# ---- sel_arbiter ----
<file path="src/rtl/sel_arbiter.sv">
// sel_arbiter: round-robin arbiter/sequencer driving the shared sel/en/d datapath.
// Optional build macro: SEL_ARBITER_PRIO0_EN (requester 0 becomes high priority).
module sel_arbiter #(
    parameter int unsigned NREQ      = 4,
    parameter int unsigned MAX_BEATS = 4
) (
    input  logic            clk,
    input  logic            rst_n,
    input  logic [NREQ-1:0] req_valid,
    input  logic [NREQ-1:0] req_data,
    input  logic [NREQ-1:0] req_last,
    output logic [NREQ-1:0] req_ready,
    output logic [NREQ-1:0] grant,
    output logic [1:0]      sel,
    output logic            en,
    output logic            d,
    output logic            busy
);

    localparam int unsigned IW = 2;
    localparam int unsigned CW = 4;

    typedef enum logic [1:0] {
        IDLE = 2'd0,
        OWN  = 2'd1,
        GAP  = 2'd2
    } state_t;

    state_t          state, state_nxt;
    logic [NREQ-1:0] grant_nxt;
    logic [IW-1:0]   sel_nxt;
    logic            en_nxt;
    logic            d_nxt;
    logic            busy_nxt;
    logic [IW-1:0]   ptr, ptr_nxt;
    logic [CW-1:0]   beat_cnt, beat_nxt;
    logic [CW-1:0]   idle_cnt, idle_nxt;

    logic            pick_found;
    logic [IW-1:0]   pick_idx;
    logic [IW-1:0]   cand;
    logic            accept;
    logic            release_g;

    // Owner may push a beat only while the grant is live
    assign req_ready = (state == OWN) ? grant : '0;
    assign accept    = (state == OWN) && req_valid[sel];

    // Choose the next owner: first valid at/after the pointer, optionally requester 0 first
    always_comb begin
        pick_found = 1'b0;
        pick_idx   = '0;
        cand       = '0;
`ifdef SEL_ARBITER_PRIO0_EN
        if (req_valid[0]) begin
            pick_found = 1'b1;
        end
`endif
        for (int i = 0; i < int'(NREQ); i++) begin
            cand = IW'((int'(ptr) + i) % int'(NREQ));
            if (!pick_found && req_valid[cand]) begin
                pick_found = 1'b1;
                pick_idx   = cand;
            end
        end
    end

    // Next-state and registered-output computation
    always_comb begin
        state_nxt = state;
        grant_nxt = grant;
        sel_nxt   = sel;
        en_nxt    = 1'b0;
        d_nxt     = d;
        ptr_nxt   = ptr;
        beat_nxt  = beat_cnt;
        idle_nxt  = idle_cnt;
        release_g = 1'b0;

        case (state)
            IDLE: begin
                if (pick_found) begin
                    state_nxt = OWN;
                    grant_nxt = NREQ'(1) << pick_idx;
                    sel_nxt   = pick_idx;
                end
            end
            OWN: begin
                if (accept) begin
                    en_nxt   = 1'b1;
                    d_nxt    = req_data[sel];
                    beat_nxt = beat_cnt + CW'(1);
                    idle_nxt = '0;
                    if (req_last[sel] || (beat_cnt + CW'(1) == CW'(MAX_BEATS))) begin
                        release_g = 1'b1;
                    end
                end else begin
                    idle_nxt = idle_cnt + CW'(1);
                    if (idle_cnt + CW'(1) == CW'(MAX_BEATS)) begin
                        release_g = 1'b1;
                    end
                end
                if (release_g) begin
`ifdef SEL_ARBITER_PRIO0_EN
                    if (sel != '0) begin
                        ptr_nxt = IW'((int'(sel) + 1) % int'(NREQ));
                    end
`else
                    ptr_nxt = IW'((int'(sel) + 1) % int'(NREQ));
`endif
                    beat_nxt  = '0;
                    idle_nxt  = '0;
                    grant_nxt = '0;
                    state_nxt = GAP;
                end
            end
            GAP: begin
                state_nxt = IDLE;
            end
            default: begin
                state_nxt = IDLE;
                grant_nxt = '0;
            end
        endcase

        busy_nxt = (state_nxt != IDLE);
    end

    // State and output registers with synchronous reset
    always_ff @(posedge clk) begin
        if (!rst_n) begin
            state    <= IDLE;
            grant    <= '0;
            sel      <= '0;
            en       <= 1'b0;
            d        <= 1'b0;
            busy     <= 1'b0;
            ptr      <= '0;
            beat_cnt <= '0;
            idle_cnt <= '0;
        end else begin
            state    <= state_nxt;
            grant    <= grant_nxt;
            sel      <= sel_nxt;
            en       <= en_nxt;
            d        <= d_nxt;
            busy     <= busy_nxt;
            ptr      <= ptr_nxt;
            beat_cnt <= beat_nxt;
            idle_cnt <= idle_nxt;
        end
    end

endmodule

</file>
<file path="config.mk">
export PLATFORM = sky130hd
export DESIGN_NAME = sel_arbiter
export DESIGN_NICKNAME = d
export VERILOG_FILES = /design/src/rtl/sel_arbiter.sv
export SDC_FILE = /design/constraint.sdc
export NUM_CORES = 1
export LEC_CHECK = 0
export CORE_ASPECT_RATIO = 1.25
export CORE_MARGIN = 10
export CORE_UTILIZATION = 52
export DETAILED_ROUTE_END_ITERATION = 16
export PLACE_DENSITY = 0.83
export SYNTH_ARGS = -nofsm -noshare
export SYNTH_HDL_FRONTEND = slang
export SYNTH_SLANG_ARGS = --single-unit
</file>
<file path="constraint.sdc">
create_clock -name clk -period 2.7 [get_ports clk]
set_input_delay 0.27 -clock clk [delete_from_list [all_inputs] [get_ports clk]]
set_output_delay 0.27 -clock clk [all_outputs]
set_load 0.02 [all_outputs]
</file>
# ---- rng_multi ----
$ cat config.mk
export PLATFORM = sky130hd
export DESIGN_NAME = rng_multi
export DESIGN_NICKNAME = d
export VERILOG_FILES = /design/src/rtl/rng_pkg.sv /design/src/rtl/rng_lfsr_step.sv /design/src/rtl/rng_multi.sv
export SDC_FILE = /design/constraint.sdc
export NUM_CORES = 1
export LEC_CHECK = 0
export ABC_AREA = 1
export CAP_MARGIN = 30
export CORE_MARGIN = 4
export CORE_UTILIZATION = 55
export CTS_CLUSTER_DIAMETER = 50
export CTS_CLUSTER_SIZE = 20
export DETAILED_ROUTE_END_ITERATION = 12
export PLACE_DENSITY = 0.78
export RECOVER_POWER = 25
export SLEW_MARGIN = 20
export SYNTH_ARGS = -nofsm -noshare
export SYNTH_HDL_FRONTEND = slang
export SYNTH_SLANG_ARGS = --single-unit
$ cat constraint.sdc
create_clock -name clk -period 1.5 [get_ports clk]
set_input_delay 0.3 -clock clk [delete_from_list [all_inputs] [get_ports clk]]
set_output_delay 0.3 -clock clk [all_outputs]
set_load 0.01 [all_outputs]
$ cat src/rtl/rng_pkg.sv
`default_nettype none
// ============================================================================
// Module  : rng_pkg
// Brief   : Shared constants, channel state type and seed salt for rng_multi.
// Revision: 1.0 - initial release
// ============================================================================
package rng_pkg;

  localparam int                LFSR_W    = 32;
  localparam logic [LFSR_W-1:0] TAPS      = 32'h8020_0003;
  localparam logic [LFSR_W-1:0] SALT_STEP = 32'h9E37_79B9;
  localparam logic [LFSR_W-1:0] ZERO_SUB  = 32'h0000_0001;

  typedef enum logic [0:0] {
    FILL  = 1'b0,
    VALID = 1'b1
  } rng_state_e;

  // Channels 0/1 reduce to seed and ~seed, matching the older dual generator.
  function automatic logic [LFSR_W-1:0] chan_salt(input int unsigned k);
    logic [LFSR_W-1:0] odd_mask;
    logic [LFSR_W-1:0] pair_mix;
    odd_mask = k[0] ? '1 : '0;
    pair_mix = LFSR_W'(k >> 1) * SALT_STEP;
    return odd_mask ^ pair_mix;
  endfunction

endpackage
`default_nettype wire

$ cat src/rtl/rng_lfsr_step.sv
`default_nettype none
// ============================================================================
// Module  : rng_lfsr_step
// Brief   : One combinational step of the 32-bit Galois LFSR.
// Revision: 1.0 - initial release
// ============================================================================
module rng_lfsr_step
  import rng_pkg::*;
(
  input  logic [LFSR_W-1:0] s_in,
  output logic [LFSR_W-1:0] s_out,
  output logic              bit_out
);

  always_comb begin
    bit_out = s_in[0];
    s_out   = s_in >> 1;
    if (s_in[0]) begin
      s_out = s_out ^ TAPS;
    end
  end

endmodule
`default_nettype wire

$ cat src/rtl/rng_multi.sv
`default_nettype none
// ============================================================================
// Module  : rng_multi
// Brief   : NUM_CH independent LFSR channels delivering OUT_W-bit words over
//           valid/ready. Define RNG_HEALTH_EN to add the repetition test and
//           the health_fail port.
// Revision: 1.0 - initial release
// ============================================================================
module rng_multi
  import rng_pkg::*;
#(
  parameter int NUM_CH     = 2,
  parameter int OUT_W      = 8,
  parameter int REP_CUTOFF = 4
) (
  input  logic                    clk,
  input  logic                    reset,
  input  logic [31:0]             seed,
  input  logic                    seed_load,
  output logic [NUM_CH*OUT_W-1:0] rnd_data,
  output logic [NUM_CH-1:0]       rnd_valid,
  input  logic [NUM_CH-1:0]       rnd_ready
`ifdef RNG_HEALTH_EN
  ,
  output logic [NUM_CH-1:0]       health_fail
`endif
);

  localparam int             CNT_W    = $clog2(OUT_W + 1);
  localparam logic [CNT_W-1:0] LAST_BIT = CNT_W'(OUT_W - 1);

  if (NUM_CH < 1 || NUM_CH > 16 || OUT_W < 1 || OUT_W > 32 || REP_CUTOFF < 2) begin : g_param_check
    $error("rng_multi: parameter out of range");
  end

  for (genvar k = 0; k < NUM_CH; k++) begin : g_ch
    logic [LFSR_W-1:0] seed_raw;
    logic [LFSR_W-1:0] seed_k;
    logic [LFSR_W-1:0] lfsr_q, lfsr_d, lfsr_cur, lfsr_nxt;
    logic              seeded_q, seeded_d;
    logic              nxt_bit;
    rng_state_e        state_q, state_d;
    logic [CNT_W-1:0]  cnt_q, cnt_d;
    logic [OUT_W-1:0]  word_q, word_d, word_shift;
    logic              xfer;

    assign seed_raw = seed ^ chan_salt(k);
    assign seed_k   = (seed_raw == '0) ? ZERO_SUB : seed_raw;

    // Until the first edge after reset release the seed port is the live state.
    assign lfsr_cur = seeded_q ? lfsr_q : seed_k;

    rng_lfsr_step u_step (
      .s_in    (lfsr_cur),
      .s_out   (lfsr_nxt),
      .bit_out (nxt_bit)
    );

    if (OUT_W == 1) begin : g_w1
      assign word_shift = nxt_bit;
    end else begin : g_wn
      assign word_shift = {word_q[OUT_W-2:0], nxt_bit};
    end

    assign xfer = (state_q == VALID) && rnd_ready[k];

    always_comb begin
      lfsr_d   = lfsr_q;
      seeded_d = seeded_q;
      state_d  = state_q;
      cnt_d    = cnt_q;
      word_d   = word_q;
      if (seed_load) begin
        lfsr_d   = seed_k;
        seeded_d = 1'b1;
        state_d  = FILL;
        cnt_d    = '0;
        word_d   = '0;
      end else if (state_q == FILL) begin
        lfsr_d   = lfsr_nxt;
        seeded_d = 1'b1;
        word_d   = word_shift;
        if (cnt_q == LAST_BIT) begin
          state_d = VALID;
          cnt_d   = '0;
        end else begin
          cnt_d = cnt_q + CNT_W'(1);
        end
      end else if (xfer) begin
        state_d = FILL;
      end
    end

    always_ff @(posedge clk or negedge reset) begin
      if (!reset) begin
        lfsr_q   <= '0;
        seeded_q <= 1'b0;
        state_q  <= FILL;
        cnt_q    <= '0;
        word_q   <= '0;
      end else begin
        lfsr_q   <= lfsr_d;
        seeded_q <= seeded_d;
        state_q  <= state_d;
        cnt_q    <= cnt_d;
        word_q   <= word_d;
      end
    end

    assign rnd_data[k*OUT_W +: OUT_W] = word_q;
    assign rnd_valid[k]               = (state_q == VALID);

`ifdef RNG_HEALTH_EN
    localparam int REP_W = $clog2(REP_CUTOFF + 1);
    logic [OUT_W-1:0] last_q, last_d;
    logic [REP_W-1:0] rep_q, rep_d;
    logic             fail_q, fail_d;

    always_comb begin
      last_d = last_q;
      rep_d  = rep_q;
      fail_d = fail_q | (rep_q >= REP_W'(REP_CUTOFF));
      if (seed_load) begin
        last_d = '0;
        rep_d  = '0;
        fail_d = 1'b0;
      end else if (xfer) begin
        last_d = word_q;
        // rep_q of zero means no word has been transferred since reseed.
        if ((rep_q != '0) && (word_q == last_q)) begin
          if (rep_q < REP_W'(REP_CUTOFF)) begin
            rep_d = rep_q + REP_W'(1);
          end
        end else begin
          rep_d = REP_W'(1);
        end
      end
    end

    always_ff @(posedge clk or negedge reset) begin
      if (!reset) begin
        last_q <= '0;
        rep_q  <= '0;
        fail_q <= 1'b0;
      end else begin
        last_q <= last_d;
        rep_q  <= rep_d;
        fail_q <= fail_d;
      end
    end

    assign health_fail[k] = fail_q;
`endif
  end

endmodule
`default_nettype wire

# ---- washing_machine_seq_ctrl ----
## config.mk

```make
export PLATFORM = sky130hd
export DESIGN_NAME = washing_machine_seq_ctrl
export DESIGN_NICKNAME = d
export VERILOG_FILES = /design/src/rtl/washing_machine_seq_ctrl.sv
export SDC_FILE = /design/constraint.sdc
export NUM_CORES = 1
export LEC_CHECK = 0
export CAP_MARGIN = 20
export CORE_ASPECT_RATIO = 1.1
export CORE_UTILIZATION = 50
export DETAILED_ROUTE_END_ITERATION = 6
export PLACE_DENSITY = 0.72
export SETUP_SLACK_MARGIN = 0.15
export SLEW_MARGIN = 20
export SYNTH_ARGS = -nofsm -noshare
export SYNTH_HDL_FRONTEND = slang
export SYNTH_SLANG_ARGS = --single-unit
```

## constraint.sdc

```tcl
create_clock -name clk -period 3.05 [get_ports clk]
set_input_delay 0.915 -clock clk [delete_from_list [all_inputs] [get_ports clk]]
set_output_delay 0.915 -clock clk [all_outputs]
set_load 0.01 [all_outputs]
```

## src/rtl/washing_machine_seq_ctrl.sv

```systemverilog
// Washing-machine sequencer: fill/detergent/wash/drain/rinse/spin with sensor watchdogs, pause, abort-drain and fault codes.
// Optional pre-wash stage (PRE_FILL/PRE_WASH/PRE_DRAIN) is enabled by defining WM_PREWASH_EN.
module washing_machine_seq_ctrl #(
    parameter int RINSE_CYCLES  = 2,
    parameter int WASH_TICKS    = 1000,
    parameter int RINSE_TICKS   = 500,
    parameter int SPIN_TICKS    = 800,
    parameter int PREWASH_TICKS = 300,
    parameter int TIMEOUT_TICKS = 4000,
    parameter int CNT_W         = 16
) (
    input  logic       clk,
    input  logic       reset_n,
    input  logic       start,
    input  logic       door_closed,
    input  logic       level_full,
    input  logic       level_empty,
    input  logic       detergent_added,
    input  logic       pause,
    input  logic       abort,
    input  logic       clear_fault,
    output logic       fill_valve_on,
    output logic       detergent_valve_on,
    output logic       motor_on,
    output logic       drain_valve_on,
    output logic       spin_motor_on,
    output logic       door_lock,
    output logic       done,
    output logic       busy,
    output logic [2:0] fault_code,
    output logic [3:0] phase,
    output logic [2:0] rinse_count
);

    typedef enum logic [3:0] {
        ST_IDLE          = 4'd0,
        ST_PRE_FILL      = 4'd1,
        ST_PRE_WASH      = 4'd2,
        ST_PRE_DRAIN     = 4'd3,
        ST_FILL          = 4'd4,
        ST_DETERGENT     = 4'd5,
        ST_WASH          = 4'd6,
        ST_DRAIN         = 4'd7,
        ST_RINSE_FILL    = 4'd8,
        ST_RINSE_AGITATE = 4'd9,
        ST_RINSE_DRAIN   = 4'd10,
        ST_SPIN          = 4'd11,
        ST_DONE          = 4'd12,
        ST_ABORT_DRAIN   = 4'd13,
        ST_FAULT         = 4'd14
    } state_t;

    localparam logic [CNT_W-1:0] WASH_LAST  = CNT_W'(WASH_TICKS - 1);
    localparam logic [CNT_W-1:0] RINSE_LAST = CNT_W'(RINSE_TICKS - 1);
    localparam logic [CNT_W-1:0] SPIN_LAST  = CNT_W'(SPIN_TICKS - 1);
    localparam logic [CNT_W-1:0] PRE_LAST   = CNT_W'(PREWASH_TICKS - 1);
    localparam logic [CNT_W-1:0] TO_LAST    = CNT_W'(TIMEOUT_TICKS - 1);
    localparam logic [2:0]       RINSE_TGT  = 3'(RINSE_CYCLES);

    localparam logic [2:0] FC_NONE  = 3'd0;
    localparam logic [2:0] FC_FILL  = 3'd1;
    localparam logic [2:0] FC_DRAIN = 3'd2;
    localparam logic [2:0] FC_DET   = 3'd3;
    localparam logic [2:0] FC_DOOR  = 3'd4;

`ifdef WM_PREWASH_EN
    localparam state_t LAUNCH_ST = ST_PRE_FILL;
`else
    localparam state_t LAUNCH_ST = ST_FILL;
`endif

    state_t           state_r;
    state_t           state_s;
    logic [CNT_W-1:0] cnt_r;
    logic [2:0]       rinse_r;
    logic [2:0]       fault_r;
    logic [2:0]       fault_s;
    logic             rinse_inc_s;
    logic             wd_s;
    logic             busy_s;
    logic             run_state_s;
    logic             act_en_s;
    logic             cnt_en_s;
    logic             fill_s;
    logic             det_s;
    logic             motor_s;
    logic             drain_s;
    logic             spin_s;
    logic             door_s;

    assign wd_s        = (cnt_r == TO_LAST);
    assign busy_s      = (state_r != ST_IDLE) && (state_r != ST_DONE) && (state_r != ST_FAULT);
    assign run_state_s = (state_r >= ST_PRE_FILL) && (state_r <= ST_SPIN);
    assign act_en_s    = !(pause && run_state_s);
    // ABORT_DRAIN keeps its watchdog running even while pause is held
    assign cnt_en_s    = busy_s && (!pause || (state_r == ST_ABORT_DRAIN));

    // Next-state selection, fault code capture and rinse advance
    always_comb begin
        state_s     = state_r;
        fault_s     = fault_r;
        rinse_inc_s = 1'b0;
        case (state_r)
            ST_IDLE: begin
                if (start && door_closed) state_s = LAUNCH_ST;
                else                      state_s = ST_IDLE;
            end
            ST_DONE: begin
                if (!start) state_s = ST_IDLE;
                else        state_s = ST_DONE;
            end
            ST_FAULT: begin
                if (clear_fault) begin
                    state_s = ST_IDLE;
                    fault_s = FC_NONE;
                end else begin
                    state_s = ST_FAULT;
                end
            end
            default: begin
                if (!door_closed) begin
                    state_s = ST_FAULT;
                    fault_s = FC_DOOR;
                end else if (abort && (state_r != ST_ABORT_DRAIN)) begin
                    state_s = ST_ABORT_DRAIN;
                end else if (pause && (state_r != ST_ABORT_DRAIN)) begin
                    state_s = state_r;
                end else begin
                    case (state_r)
                        ST_PRE_FILL, ST_FILL, ST_RINSE_FILL: begin
                            if (level_full) begin
                                if (state_r == ST_PRE_FILL)  state_s = ST_PRE_WASH;
                                else if (state_r == ST_FILL) state_s = ST_DETERGENT;
                                else                         state_s = ST_RINSE_AGITATE;
                            end else if (wd_s) begin
                                state_s = ST_FAULT;
                                fault_s = FC_FILL;
                            end else begin
                                state_s = state_r;
                            end
                        end
                        ST_DETERGENT: begin
                            if (detergent_added) begin
                                state_s = ST_WASH;
                            end else if (wd_s) begin
                                state_s = ST_FAULT;
                                fault_s = FC_DET;
                            end else begin
                                state_s = state_r;
                            end
                        end
                        ST_PRE_DRAIN, ST_DRAIN, ST_RINSE_DRAIN, ST_ABORT_DRAIN: begin
                            if (level_empty) begin
                                if (state_r == ST_PRE_DRAIN) begin
                                    state_s = ST_FILL;
                                end else if (state_r == ST_ABORT_DRAIN) begin
                                    state_s = ST_IDLE;
                                end else if (state_r == ST_DRAIN) begin
                                    state_s = (RINSE_TGT == 3'd0) ? ST_SPIN : ST_RINSE_FILL;
                                end else begin
                                    rinse_inc_s = 1'b1;
                                    state_s = ((rinse_r + 3'd1) == RINSE_TGT) ? ST_SPIN : ST_RINSE_FILL;
                                end
                            end else if (wd_s) begin
                                state_s = ST_FAULT;
                                fault_s = FC_DRAIN;
                            end else begin
                                state_s = state_r;
                            end
                        end
                        ST_PRE_WASH: begin
                            if (cnt_r == PRE_LAST) state_s = ST_PRE_DRAIN;
                            else                   state_s = state_r;
                        end
                        ST_WASH: begin
                            if (cnt_r == WASH_LAST) state_s = ST_DRAIN;
                            else                    state_s = state_r;
                        end
                        ST_RINSE_AGITATE: begin
                            if (cnt_r == RINSE_LAST) state_s = ST_RINSE_DRAIN;
                            else                     state_s = state_r;
                        end
                        ST_SPIN: begin
                            if (cnt_r == SPIN_LAST) state_s = ST_DONE;
                            else                    state_s = state_r;
                        end
                        default: state_s = ST_IDLE;
                    endcase
                end
            end
        endcase
    end

    // State register, phase/watchdog counter, rinse tally and latched fault code
    always_ff @(posedge clk or negedge reset_n) begin
        if (!reset_n) begin
            state_r <= ST_IDLE;
            cnt_r   <= '0;
            rinse_r <= 3'd0;
            fault_r <= FC_NONE;
        end else begin
            state_r <= state_s;
            fault_r <= fault_s;
            if (state_s != state_r) cnt_r <= '0;
            else if (cnt_en_s)      cnt_r <= cnt_r + CNT_W'(1);
            else                    cnt_r <= cnt_r;
            if ((state_r == ST_IDLE) && (state_s != ST_IDLE)) rinse_r <= 3'd0;
            else if (rinse_inc_s)                             rinse_r <= rinse_r + 3'd1;
            else                                              rinse_r <= rinse_r;
        end
    end

    // Moore actuator decode of the registered state
    always_comb begin
        fill_s  = 1'b0;
        det_s   = 1'b0;
        motor_s = 1'b0;
        drain_s = 1'b0;
        spin_s  = 1'b0;
        case (state_r)
            ST_PRE_FILL, ST_FILL, ST_RINSE_FILL:                    fill_s  = 1'b1;
            ST_DETERGENT:                                           det_s   = 1'b1;
            ST_PRE_WASH, ST_WASH, ST_RINSE_AGITATE:                 motor_s = 1'b1;
            ST_PRE_DRAIN, ST_DRAIN, ST_RINSE_DRAIN, ST_ABORT_DRAIN: drain_s = 1'b1;
            ST_SPIN: begin
                drain_s = 1'b1;
                spin_s  = 1'b1;
            end
            default: fill_s = 1'b0;
        endcase
        // In FAULT the latch holds only while water is still in the drum
        if (run_state_s || (state_r == ST_ABORT_DRAIN)) door_s = 1'b1;
        else if (state_r == ST_FAULT)                   door_s = ~level_empty;
        else                                            door_s = 1'b0;
    end

    assign fill_valve_on      = fill_s  & act_en_s;
    assign detergent_valve_on = det_s   & act_en_s;
    assign motor_on           = motor_s & act_en_s;
    assign drain_valve_on     = drain_s & act_en_s;
    assign spin_motor_on      = spin_s  & act_en_s;
    assign door_lock          = door_s;
    assign done               = (state_r == ST_DONE);
    assign busy               = busy_s;
    assign fault_code         = fault_r;
    assign phase              = state_r;
    assign rinse_count        = rinse_r;

endmodule
```

# ---- pla_prog_ctrl_flat ----
[src/rtl/pla_prog_ctrl_pkg.sv]
// Shared types and constants for the programmable PLA controller.
package pla_pkg;

    typedef enum logic [1:0] {
        RUN   = 2'd0,
        DRAIN = 2'd1,
        LOAD  = 2'd2
    } state_t;

    localparam int unsigned ROWS  = 16;
    localparam int unsigned N_OUT = 4;

    // Row r occupies bits [4r+3:4r]; reproduces the fixed F1..F4 decode on A,B.
    localparam logic [ROWS*N_OUT-1:0] DEFAULT_MASK = 64'h8888_4444_2222_1111;

endpackage

[src/rtl/pla_prog_ctrl_if.sv]
// Evaluation and configuration handshakes of the programmable PLA.
interface pla_prog_ctrl_if;
    import pla_pkg::*;

    logic             in_valid;
    logic             in_ready;
    logic [3:0]       in_abcd;
    logic             out_valid;
    logic             out_ready;
    logic [N_OUT-1:0] out_f;
    logic             cfg_start;
    logic             cfg_valid;
    logic             cfg_ready;
    logic [N_OUT-1:0] cfg_data;
    logic             cfg_done;

    modport master (
        output in_valid, in_abcd, out_ready, cfg_start, cfg_valid, cfg_data,
        input  in_ready, out_valid, out_f, cfg_ready, cfg_done
    );

    modport slave (
        input  in_valid, in_abcd, out_ready, cfg_start, cfg_valid, cfg_data,
        output in_ready, out_valid, out_f, cfg_ready, cfg_done
    );

endinterface

[src/rtl/pla_prog_ctrl_plane.sv]
// Combinational OR-plane lookup: one mask row per one-hot minterm.
module pla_plane
    import pla_pkg::*;
(
    input  logic [ROWS*N_OUT-1:0] mask,
    input  logic [3:0]            idx,
    output logic [N_OUT-1:0]      f
);

    // Select the row addressed by the minterm index.
    always_comb begin
        f = mask[{idx, 2'b00} +: N_OUT];
    end

endmodule

[src/rtl/pla_prog_ctrl.sv]
// Sequencing controller: registered PLA evaluation plus nibble-serial mask reload.
module pla_prog_ctrl
    import pla_pkg::*;
(
    input  logic            clk,
    input  logic            rst,
    pla_prog_ctrl_if.slave  bus
);

    state_t                 state, next_state;
    logic [3:0]             row_cnt;
    logic [ROWS*N_OUT-1:0]  active_mask;
    logic [ROWS*N_OUT-1:0]  shadow_mask;
    logic [ROWS*N_OUT-1:0]  shadow_next;
    logic [N_OUT-1:0]       plane_f;
    logic                   in_acc;
    logic                   cfg_acc;
    logic                   abort;
    logic                   commit;

    pla_plane u_plane (
        .mask (active_mask),
        .idx  (bus.in_abcd),
        .f    (plane_f)
    );

    assign bus.in_ready  = (state == RUN) && (!bus.out_valid || bus.out_ready);
    assign bus.cfg_ready = (state == LOAD);
    assign in_acc        = bus.in_valid && bus.in_ready;
    assign cfg_acc       = bus.cfg_valid && bus.cfg_ready;
    assign abort         = (state == LOAD) && bus.cfg_start;
    assign commit        = cfg_acc && !bus.cfg_start && (row_cnt == 4'd15);

    // Next-state decode; an input accepted alongside cfg_start must drain first.
    always_comb begin
        next_state = state;
        unique case (state)
            RUN: begin
                if (bus.cfg_start) begin
                    if (!in_acc && (!bus.out_valid || bus.out_ready)) next_state = LOAD;
                    else                                              next_state = DRAIN;
                end
            end
            DRAIN:   if (!bus.out_valid) next_state = LOAD;
            LOAD:    if (commit)         next_state = RUN;
            default: next_state = RUN;
        endcase
    end

    // State register.
    always_ff @(posedge clk or posedge rst) begin
        if (rst) state <= RUN;
        else     state <= next_state;
    end

    // Shadow image with the currently offered row merged in.
    always_comb begin
        shadow_next = shadow_mask;
        if (cfg_acc) shadow_next[{row_cnt, 2'b00} +: N_OUT] = bus.cfg_data;
    end

    // Row counter, shadow and active mask; the last row is committed from shadow_next.
    always_ff @(posedge clk or posedge rst) begin
        if (rst) begin
            row_cnt     <= '0;
            shadow_mask <= DEFAULT_MASK;
            active_mask <= DEFAULT_MASK;
            bus.cfg_done <= 1'b0;
        end else begin
            bus.cfg_done <= commit;
            if (state != LOAD || abort) begin
                row_cnt <= '0;
                if (abort) shadow_mask <= active_mask;
            end else if (cfg_acc) begin
                row_cnt     <= row_cnt + 4'd1;
                shadow_mask <= shadow_next;
                if (commit) active_mask <= shadow_next;
            end
        end
    end

    // Output register: load on acceptance, hold while stalled, clear when taken.
    always_ff @(posedge clk or posedge rst) begin
        if (rst) begin
            bus.out_valid <= 1'b0;
            bus.out_f     <= '0;
        end else if (in_acc) begin
            bus.out_valid <= 1'b1;
            bus.out_f     <= plane_f;
        end else if (bus.out_ready) begin
            bus.out_valid <= 1'b0;
        end
    end

endmodule

[src/flat_wrapper.sv]
// flat-port wrapper written by rule: the top's interface ports become plain ports
module pla_prog_ctrl_flat import pla_pkg::*;
  (clk, rst, bus_in_valid, bus_in_abcd, bus_out_ready, bus_cfg_start, bus_cfg_valid, bus_cfg_data, bus_in_ready, bus_out_valid, bus_out_f, bus_cfg_ready, bus_cfg_done);
  pla_prog_ctrl_if bus_i ();
  input  logic clk;
  input  logic rst;
  input wire logic [$bits(bus_i.in_valid)-1:0] bus_in_valid;
  input wire logic [$bits(bus_i.in_abcd)-1:0] bus_in_abcd;
  input wire logic [$bits(bus_i.out_ready)-1:0] bus_out_ready;
  input wire logic [$bits(bus_i.cfg_start)-1:0] bus_cfg_start;
  input wire logic [$bits(bus_i.cfg_valid)-1:0] bus_cfg_valid;
  input wire logic [$bits(bus_i.cfg_data)-1:0] bus_cfg_data;
  output wire logic [$bits(bus_i.in_ready)-1:0] bus_in_ready;
  output wire logic [$bits(bus_i.out_valid)-1:0] bus_out_valid;
  output wire logic [$bits(bus_i.out_f)-1:0] bus_out_f;
  output wire logic [$bits(bus_i.cfg_ready)-1:0] bus_cfg_ready;
  output wire logic [$bits(bus_i.cfg_done)-1:0] bus_cfg_done;
  assign bus_i.in_valid = bus_in_valid;
  assign bus_i.in_abcd = bus_in_abcd;
  assign bus_i.out_ready = bus_out_ready;
  assign bus_i.cfg_start = bus_cfg_start;
  assign bus_i.cfg_valid = bus_cfg_valid;
  assign bus_i.cfg_data = bus_cfg_data;
  assign bus_in_ready = bus_i.in_ready;
  assign bus_out_valid = bus_i.out_valid;
  assign bus_out_f = bus_i.out_f;
  assign bus_cfg_ready = bus_i.cfg_ready;
  assign bus_cfg_done = bus_i.cfg_done;
  pla_prog_ctrl u_core (.clk(clk), .rst(rst), .bus(bus_i));
endmodule
[config.mk]
export PLATFORM = sky130hd
export DESIGN_NAME = pla_prog_ctrl_flat
export DESIGN_NICKNAME = d
export VERILOG_FILES = /design/src/rtl/pla_prog_ctrl_pkg.sv /design/src/rtl/pla_prog_ctrl_if.sv /design/src/rtl/pla_prog_ctrl_plane.sv /design/src/rtl/pla_prog_ctrl.sv /design/src/flat_wrapper.sv
export SDC_FILE = /design/constraint.sdc
export NUM_CORES = 1
export LEC_CHECK = 0
export ABC_CLOCK_PERIOD_IN_PS = 6150
export CAP_MARGIN = 20
export CELL_PAD_IN_SITES_DETAIL_PLACEMENT = 1
export CELL_PAD_IN_SITES_GLOBAL_PLACEMENT = 1
export CORE_MARGIN = 5
export CORE_UTILIZATION = 45
export DETAILED_ROUTE_END_ITERATION = 12
export GPL_ROUTABILITY_DRIVEN = 0
export GPL_TIMING_DRIVEN = 0
export PLACE_DENSITY_LB_ADDON = 0.3
export SLEW_MARGIN = 20
export SYNTH_ARGS = -nofsm -noshare
export SYNTH_HDL_FRONTEND = slang
export SYNTH_SLANG_ARGS = --single-unit
[constraint.sdc]
create_clock -name clk -period 6.15 [get_ports clk]
set_input_delay 1.23 -clock clk [delete_from_list [all_inputs] [get_ports clk]]
set_output_delay 1.23 -clock clk [all_outputs]
set_load 0.005 [all_outputs]
Fig. 1: rng_multi, met1 routing
Drawn at 4 px/µm.
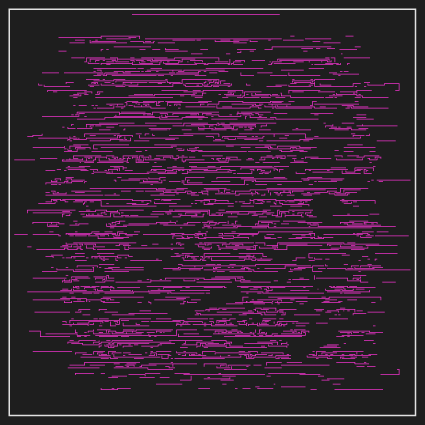
longest straight run	36.8 µm
wire length on this layer	5930 µm
main direction	horizontal
share of all routed wire	44%

==> metrics.yaml, rng_multi <==
ys_area_um2: 4780
syn_nets: 637
endpoint_kind: "register"
netlist_instances: 598
ys_cells: 598
powerComb_w: 0.00100
xor_area_share_pct: 0.183
slowest_stage: "clkdlybuf4s50_1"
power-top-group: "registers"
r2r-end: "g_ch[0].lfsr_q[28]"
reg2reg_from: "g_ch[0].seeded_q"
hold_depth: 3
detail_route.vias_per_cell: 5.91
clock.fmax_mhz: 703
min-delay-start: "seed[5]"
initialDrtViolationCount: 446
maxSlewViolCount: 0
routedWlPerCell_um: 16.7
critPathTopFamily: "simple AND/OR/NAND/NOR gates"
crit_type: "in -> reg"
crit_fanout: 3
holdWs_ns: 0.353
tritoncts: "yes"
crit_path_start_kind: "primary input"
p_per_area_nw_per_um2: 936
power.internal_w: 0.00420
avgSynthCellArea_um2: 7.99
grt.total_usage_pct: 27.0
top_cells_by_count: "nand2_1 (121), nor2_1 (96), dfrtp_1 (92)"
area_growth_pct: 30.0
fp_util_pct: 57.3
top_cell_area_share_pct: 48.2
status: "finished clean"
power.switching_w: 0.00161
p_sw_share_pct: 27.8
synthFlopType: "dfrtp_1"
critPathMostFrequentCell: "nor2_1"
cp_num_cells: 11
leakage_nw: 2.94
clkTransAtPathRegs_ns: 0.09
drive_above_1_share_pct: 16.5
dp_hpwl_um: 9350
hold_end: "g_ch[1].lfsr_q[5]"
nFillCells: 643
cts_sinks: 92
==> rng_multi: layout make-up <==
type	instances	area, µm²	area share (%)
inverters	65	248	3.99
repair buffers	123	1180	19.1
clock inverters	5	83.8	1.35
well taps	105	131	2.12
clock buffers	11	141	2.28
flip-flops and latches	92	2300	37.1
multi-input cells	407	2120	34.1
==> rng_multi: state kept, by name (all words and copies together) (netlist names) <==
signal and count:
g_ch.seeded_q 2, g_ch.cnt_q 8, g_ch.lfsr_q 64, g_ch.state_q 2, g_ch.word_q 16
Fig. 2: washing_machine_seq_ctrl, layout detail
Region (5, 44) to (30, 69) µm. Cells in gray, sequential cells in the stronger gray; small squares are vias.
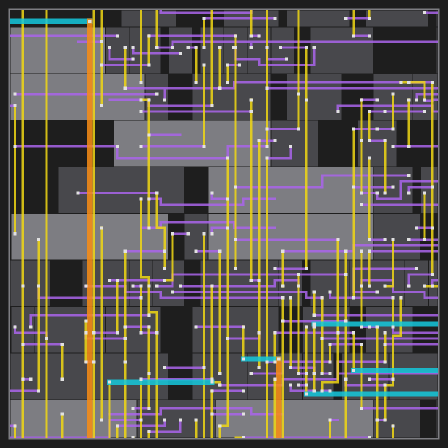
layer	color
metal 3	cyan
metal 2	yellow
metal 1	purple
metal 4	orange
cells with their middle in the window	51
sequential cells in the window	8
netlist names of flops here include	cnt_r (3), rinse_count (3), phase (2)
most frequent	nor2_1 (7), dfrtp_1 (6), buf_4 (5)

==> metrics.yaml, washing_machine_seq_ctrl <==
drt-met1-wl_um: 3330
wl_met2_um: 3690
yosysUniqueCellTypes: 62
cts_buffer_depth: 2
nFillCells: 387
grtUsageMet3_pct: 2.39
power.switching_w: 0.00159
endpoint_kind: "output pin"
nNonClkBuffers: 80
drive_above_1_share_pct: 24.7
hold_end: "fault_code[0]"
leakage_nw: 1.36
crit_fanout: 11
cts_buffers: 3
detail_route.vias_per_cell: 6.40
wl_met3_um: 502
status: "finished clean"
area_growth_pct: 33.5
dp_cells: 418
syn_area_um2: 2490
synth_seq_share_pct: 26.2
yosysWarnings: 0
seq_cells: 26
setup-tns-final_ns: 0
tapCellCount: 56
n_clock_buffer: 3
maxSlewViolCount: 0
peakVddDrop_mv: 0.537
synthFlopType: "dfrtp_1"
worstPathArrival_ns: 1.93
topCellsByArea: "dfrtp_1 (26%), nor2_1 (5.4%), nor4_2 (5.0%)"
die_area_um2: 5260
synth_top_cell_by_count: "nor2_1"
grt_pass1_wl_um: 12800
nNetsFinal: 392
final_design_area_no_fill_um2: 3320
grt-ovfl-total: 0
[washing_machine_seq_ctrl: worst max-delay path: cells and delay by family, from the launching register on]
family	cells	cell delay, ns
and+or+nand+nor	2	0.40
buffers and inverters	2	0.76
DFF	1	0.51
[washing_machine_seq_ctrl: timing repair]
action                     in CTS  in global routing
pin swaps                       8                  6
resized                        24                 11
cloned                          1                  0
buffers inserted                2                  9
setup endpoints to repair      23                 21
[washing_machine_seq_ctrl: state kept, by name, summed over array words and instances, names as in the netlist]
| signal | flops |
|---|---|
| cnt_r | 16 |
| phase | 4 |
| fault_code | 3 |
| rinse_count | 3 |
Fig. 3: pla_prog_ctrl_flat, placement by cell class
Drawn at 3 px/µm.
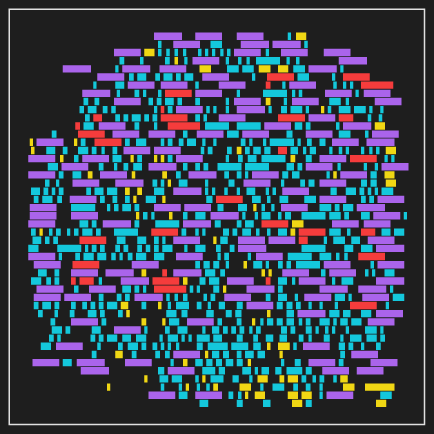
class	color	cells	share of their area
remaining buffers and delay cells	yellow	75	5.7%
clock drivers and dummy loads	red	32	7.5%
sequential cells	purple	140	43%
combinational and other logic	cyan	550	43%

==> metrics.yaml, pla_prog_ctrl_flat <==
clk_share_pct: 7.26
inv_count: 17
cp_slowest_stage_delay_ns: 0.45
top_layer_used: "met4"
top_usage_layer: "met2"
dp_cells: 981
max_slew.worst_pin.slew_ns: 1.02
top_area_cell: "dfrtp_1"
max_cap_viol_count: 0
rsz0062_at_grt: "false"
cp.buffers_inverters: 2
critPathMostFrequentCell: "clkdlybuf4s50_1"
crit_path_start_kind: "primary input"
cts_sinks: 140
core-area_um2: 16000
ctsResizeCount: 0
tritoncts: "yes"
synthFlopType: "dfrtp_1"
io_pins: 22
top_cell_area_share_pct: 36.7
endpoint_kind: "output pin"
ys_area_um2: 7370
setup-tns-final_ns: 0
synthSimpleGateAreaFrac_pct: 13.9
final_design_area_no_fill_um2: 8420
powerSeq_w: 0.00130
cts_buffer_depth: 2
grt.total_usage_pct: 27.4
wl_met2_um: 12200
ys_ff: 140
clkPwrFrac_pct: 32.0
placed_area_um2: 7810
cts-root-buf: "clkbuf_16"
peakVddDrop_mv: 0.223
ys_async_sr_fraction_pct: 100
cts_htree_levels: 4
tapCellCount: 216
cts_setup_buffers: 0
topCellsByArea: "dfrtp_1 (37%), dfstp_2 (11%), nand2_1 (6.9%)"
slew_headroom_pct: 31.6
post-route-util_pct: 52.6
power.internal_w: 0.00224
worstHoldPathType: "reg -> reg"
yosysWarnings: 0
num_antenna_cells: 0
dp_slack_ns: 2.39
use_met2_pct: 45.7
layout.cells.most_common: "nand2_1"
io_buffers: 14
wl_met3_um: 1320
top_cells_by_count: "nand2_1 (135), dfrtp_1 (108), a21oi_1 (77)"
p_total_w: 0.00337
crit_type: "in -> out"
die_x_um: 138
grt_max_degree: 78
area_growth_pct: 14.4
layout_min_cycle_time_ns: 3.68
power-top-group: "registers"
status: "finished clean"
antenna_found_initial: 0
setup_violations: 0
ant_nets: 0
==> pla_prog_ctrl_flat: worst paths after layout <==
path	start	depth (start not counted)	slack, ns	endpoint
worst min-delay path	u_core.shadow_mask[8]	2	0.47	u_core.active_mask[8]
worst min register to register	u_core.shadow_mask[8]	2	0.47	u_core.active_mask[8]
worst max register to register	u_core.row_cnt[1]	9	3.03	u_core.shadow_mask[30]
worst max-delay path	bus_out_ready	4	2.47	bus_in_ready
min in group asynchronous	rst	2	1.23	u_core.shadow_mask[53]
max in group asynchronous	rst	3	4.15	u_core.shadow_mask[59]
Fig. 4: sel_arbiter, placement by cell class
Drawn at 4 px/µm.
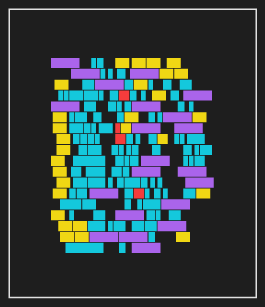
class	color	cells	share of their area
remaining buffers and delay cells	yellow	28	20%
combinational and other logic	cyan	99	48%
clock drivers and dummy loads	red	4	1.9%
sequential cells	purple	21	31%

==> metrics.yaml, sel_arbiter <==
status: "finished clean"
syn_nets: 142
num_antenna_cells: 0
syn_area_um2: 1110
die_x_um: 61.4
p_sw_share_pct: 31.8
ys_cells: 126
critPathTopFamily: "flip-flops"
topCellsByArea: "dfxtp_1 (38%), nand2_1 (5.1%), nor2_1 (4.7%)"
dp_hpwl_um: 2050
clkTransAtPathRegs_ns: 0.11
placed_area_um2: 1380
tritoncts: "yes"
drive_above_1_share_pct: 9.21
drc: 0
slew_headroom_pct: 63.2
routed_wl_um: 2490
dp_cells: 168
final_design_area_no_fill_um2: 1400
hold_viol_final: 0
ff_latch_area_um2: 420
==> sel_arbiter: routing by layer <==
metal / share of wire (%) / GRT usage, % / vias to the layer above
met3: 4.4 / 3.17 / 5
li1: - / - / 497
met2: 50 / 22.1 / 20
met5: 0 / 0 / -
met4: 1.4 / 4.48 / 0
met1: 44 / 14.1 / 453
==> sel_arbiter: kinds of logic (layout without fill, tap and decap cells) <==
group	count (synthesis)	in the layout	share of synthesized area (%)
simple gates	57	57	26.9
compound gates	22	22	12.9
flops	21	21	37.8
buf+inv	9	35	4.39
mux	8	8	10.2
xor+xnor	7	7	5.51
fa+ha+maj	2	2	2.25

==> gallery <==
Cell sizes after repair.
panel A
Drawn at 4 px/µm.
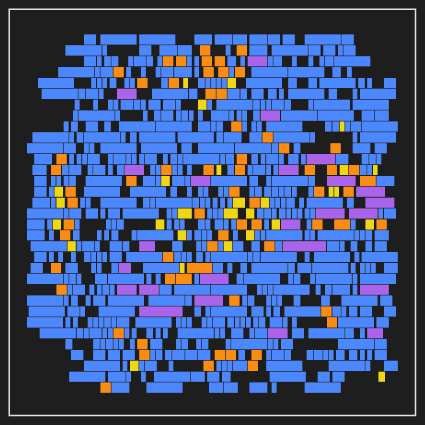
panel B
Drawn at 3 px/µm.
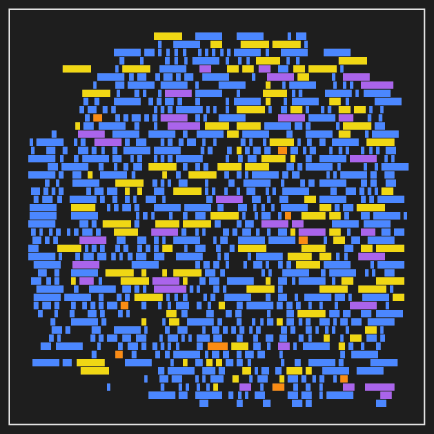
panel C
Drawn at 4 px/µm.
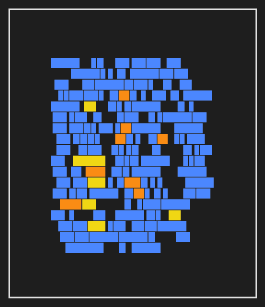
panel D
Drawn at 4 px/µm.
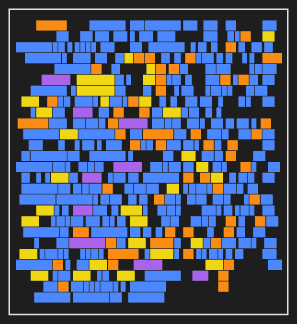
rng_multi: panel A
washing_machine_seq_ctrl: panel D
pla_prog_ctrl_flat: panel B
sel_arbiter: panel C
Of these, fewest cells: panel C

Key to panel B:
size	color	cells
_3 and _4 cells	orange	9
_6 and larger	purple	31
_0 and _1 cells	blue	653
_2 cells	yellow	104



## Gallery

Met1 routing.
Plate I
Drawn at 6 px/µm.
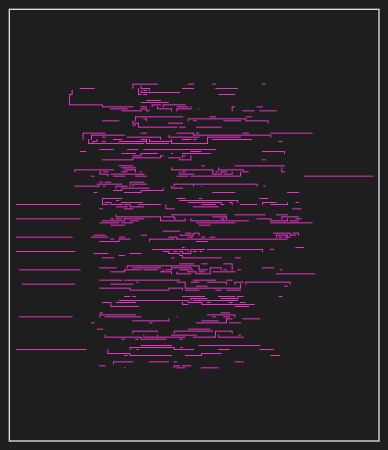
Plate II
Drawn at 3 px/µm.
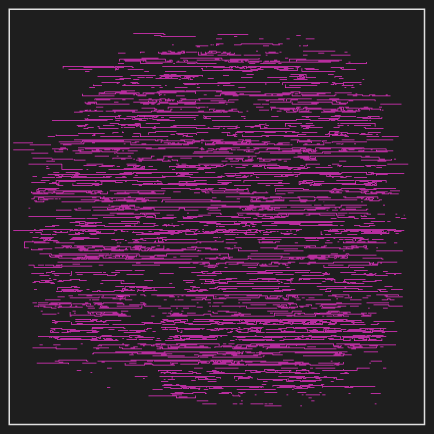
Plate III
Drawn at 6 px/µm.
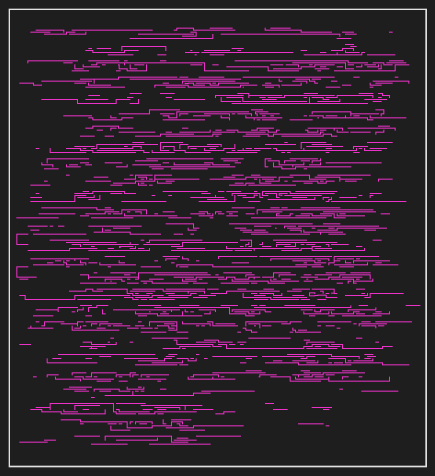
- largest die: Plate II
- smallest die: Plate I
Plate II -> pla_prog_ctrl_flat
Plate III -> washing_machine_seq_ctrl
Plate I -> sel_arbiter


==> gallery <==
Routing congestion.
(a)
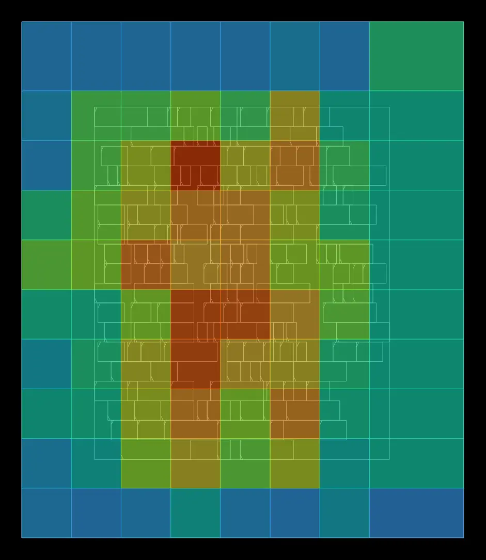
(b)
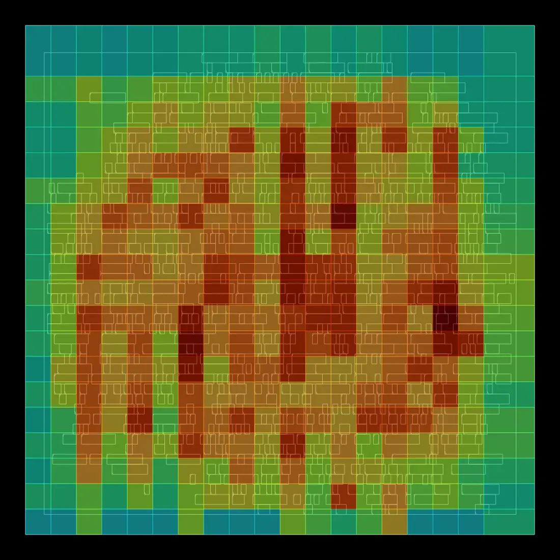
(c)
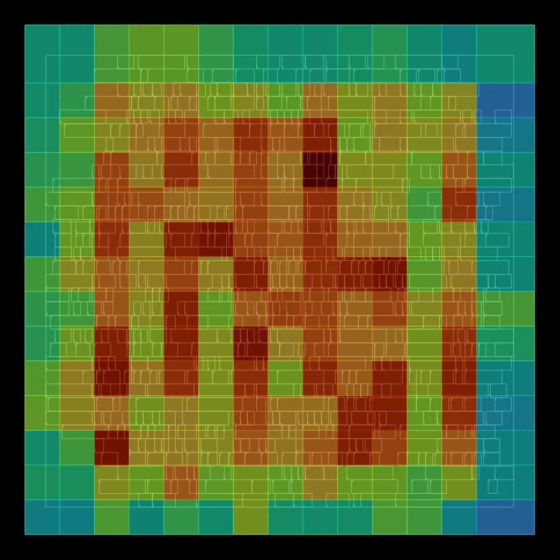
(d)
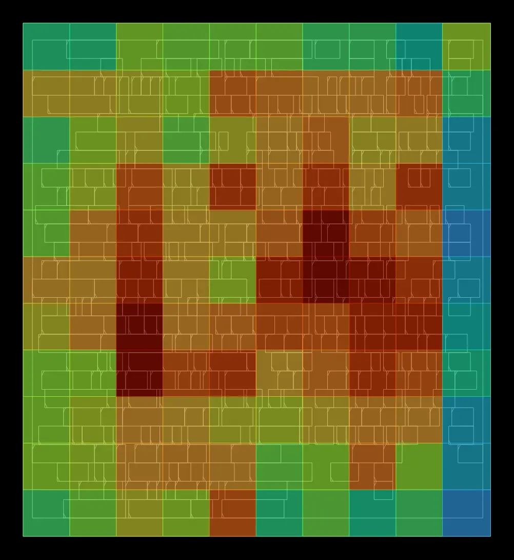
| picture | from |
|---|---|
| (a) | sel_arbiter |
| (d) | washing_machine_seq_ctrl |
| (c) | rng_multi |
| (b) | pla_prog_ctrl_flat |
The one with the lowest track usage is (a).
The one with the least wire per cell is (a).

Power figures rest on the tool's default switching activity, not on a simulated workload.
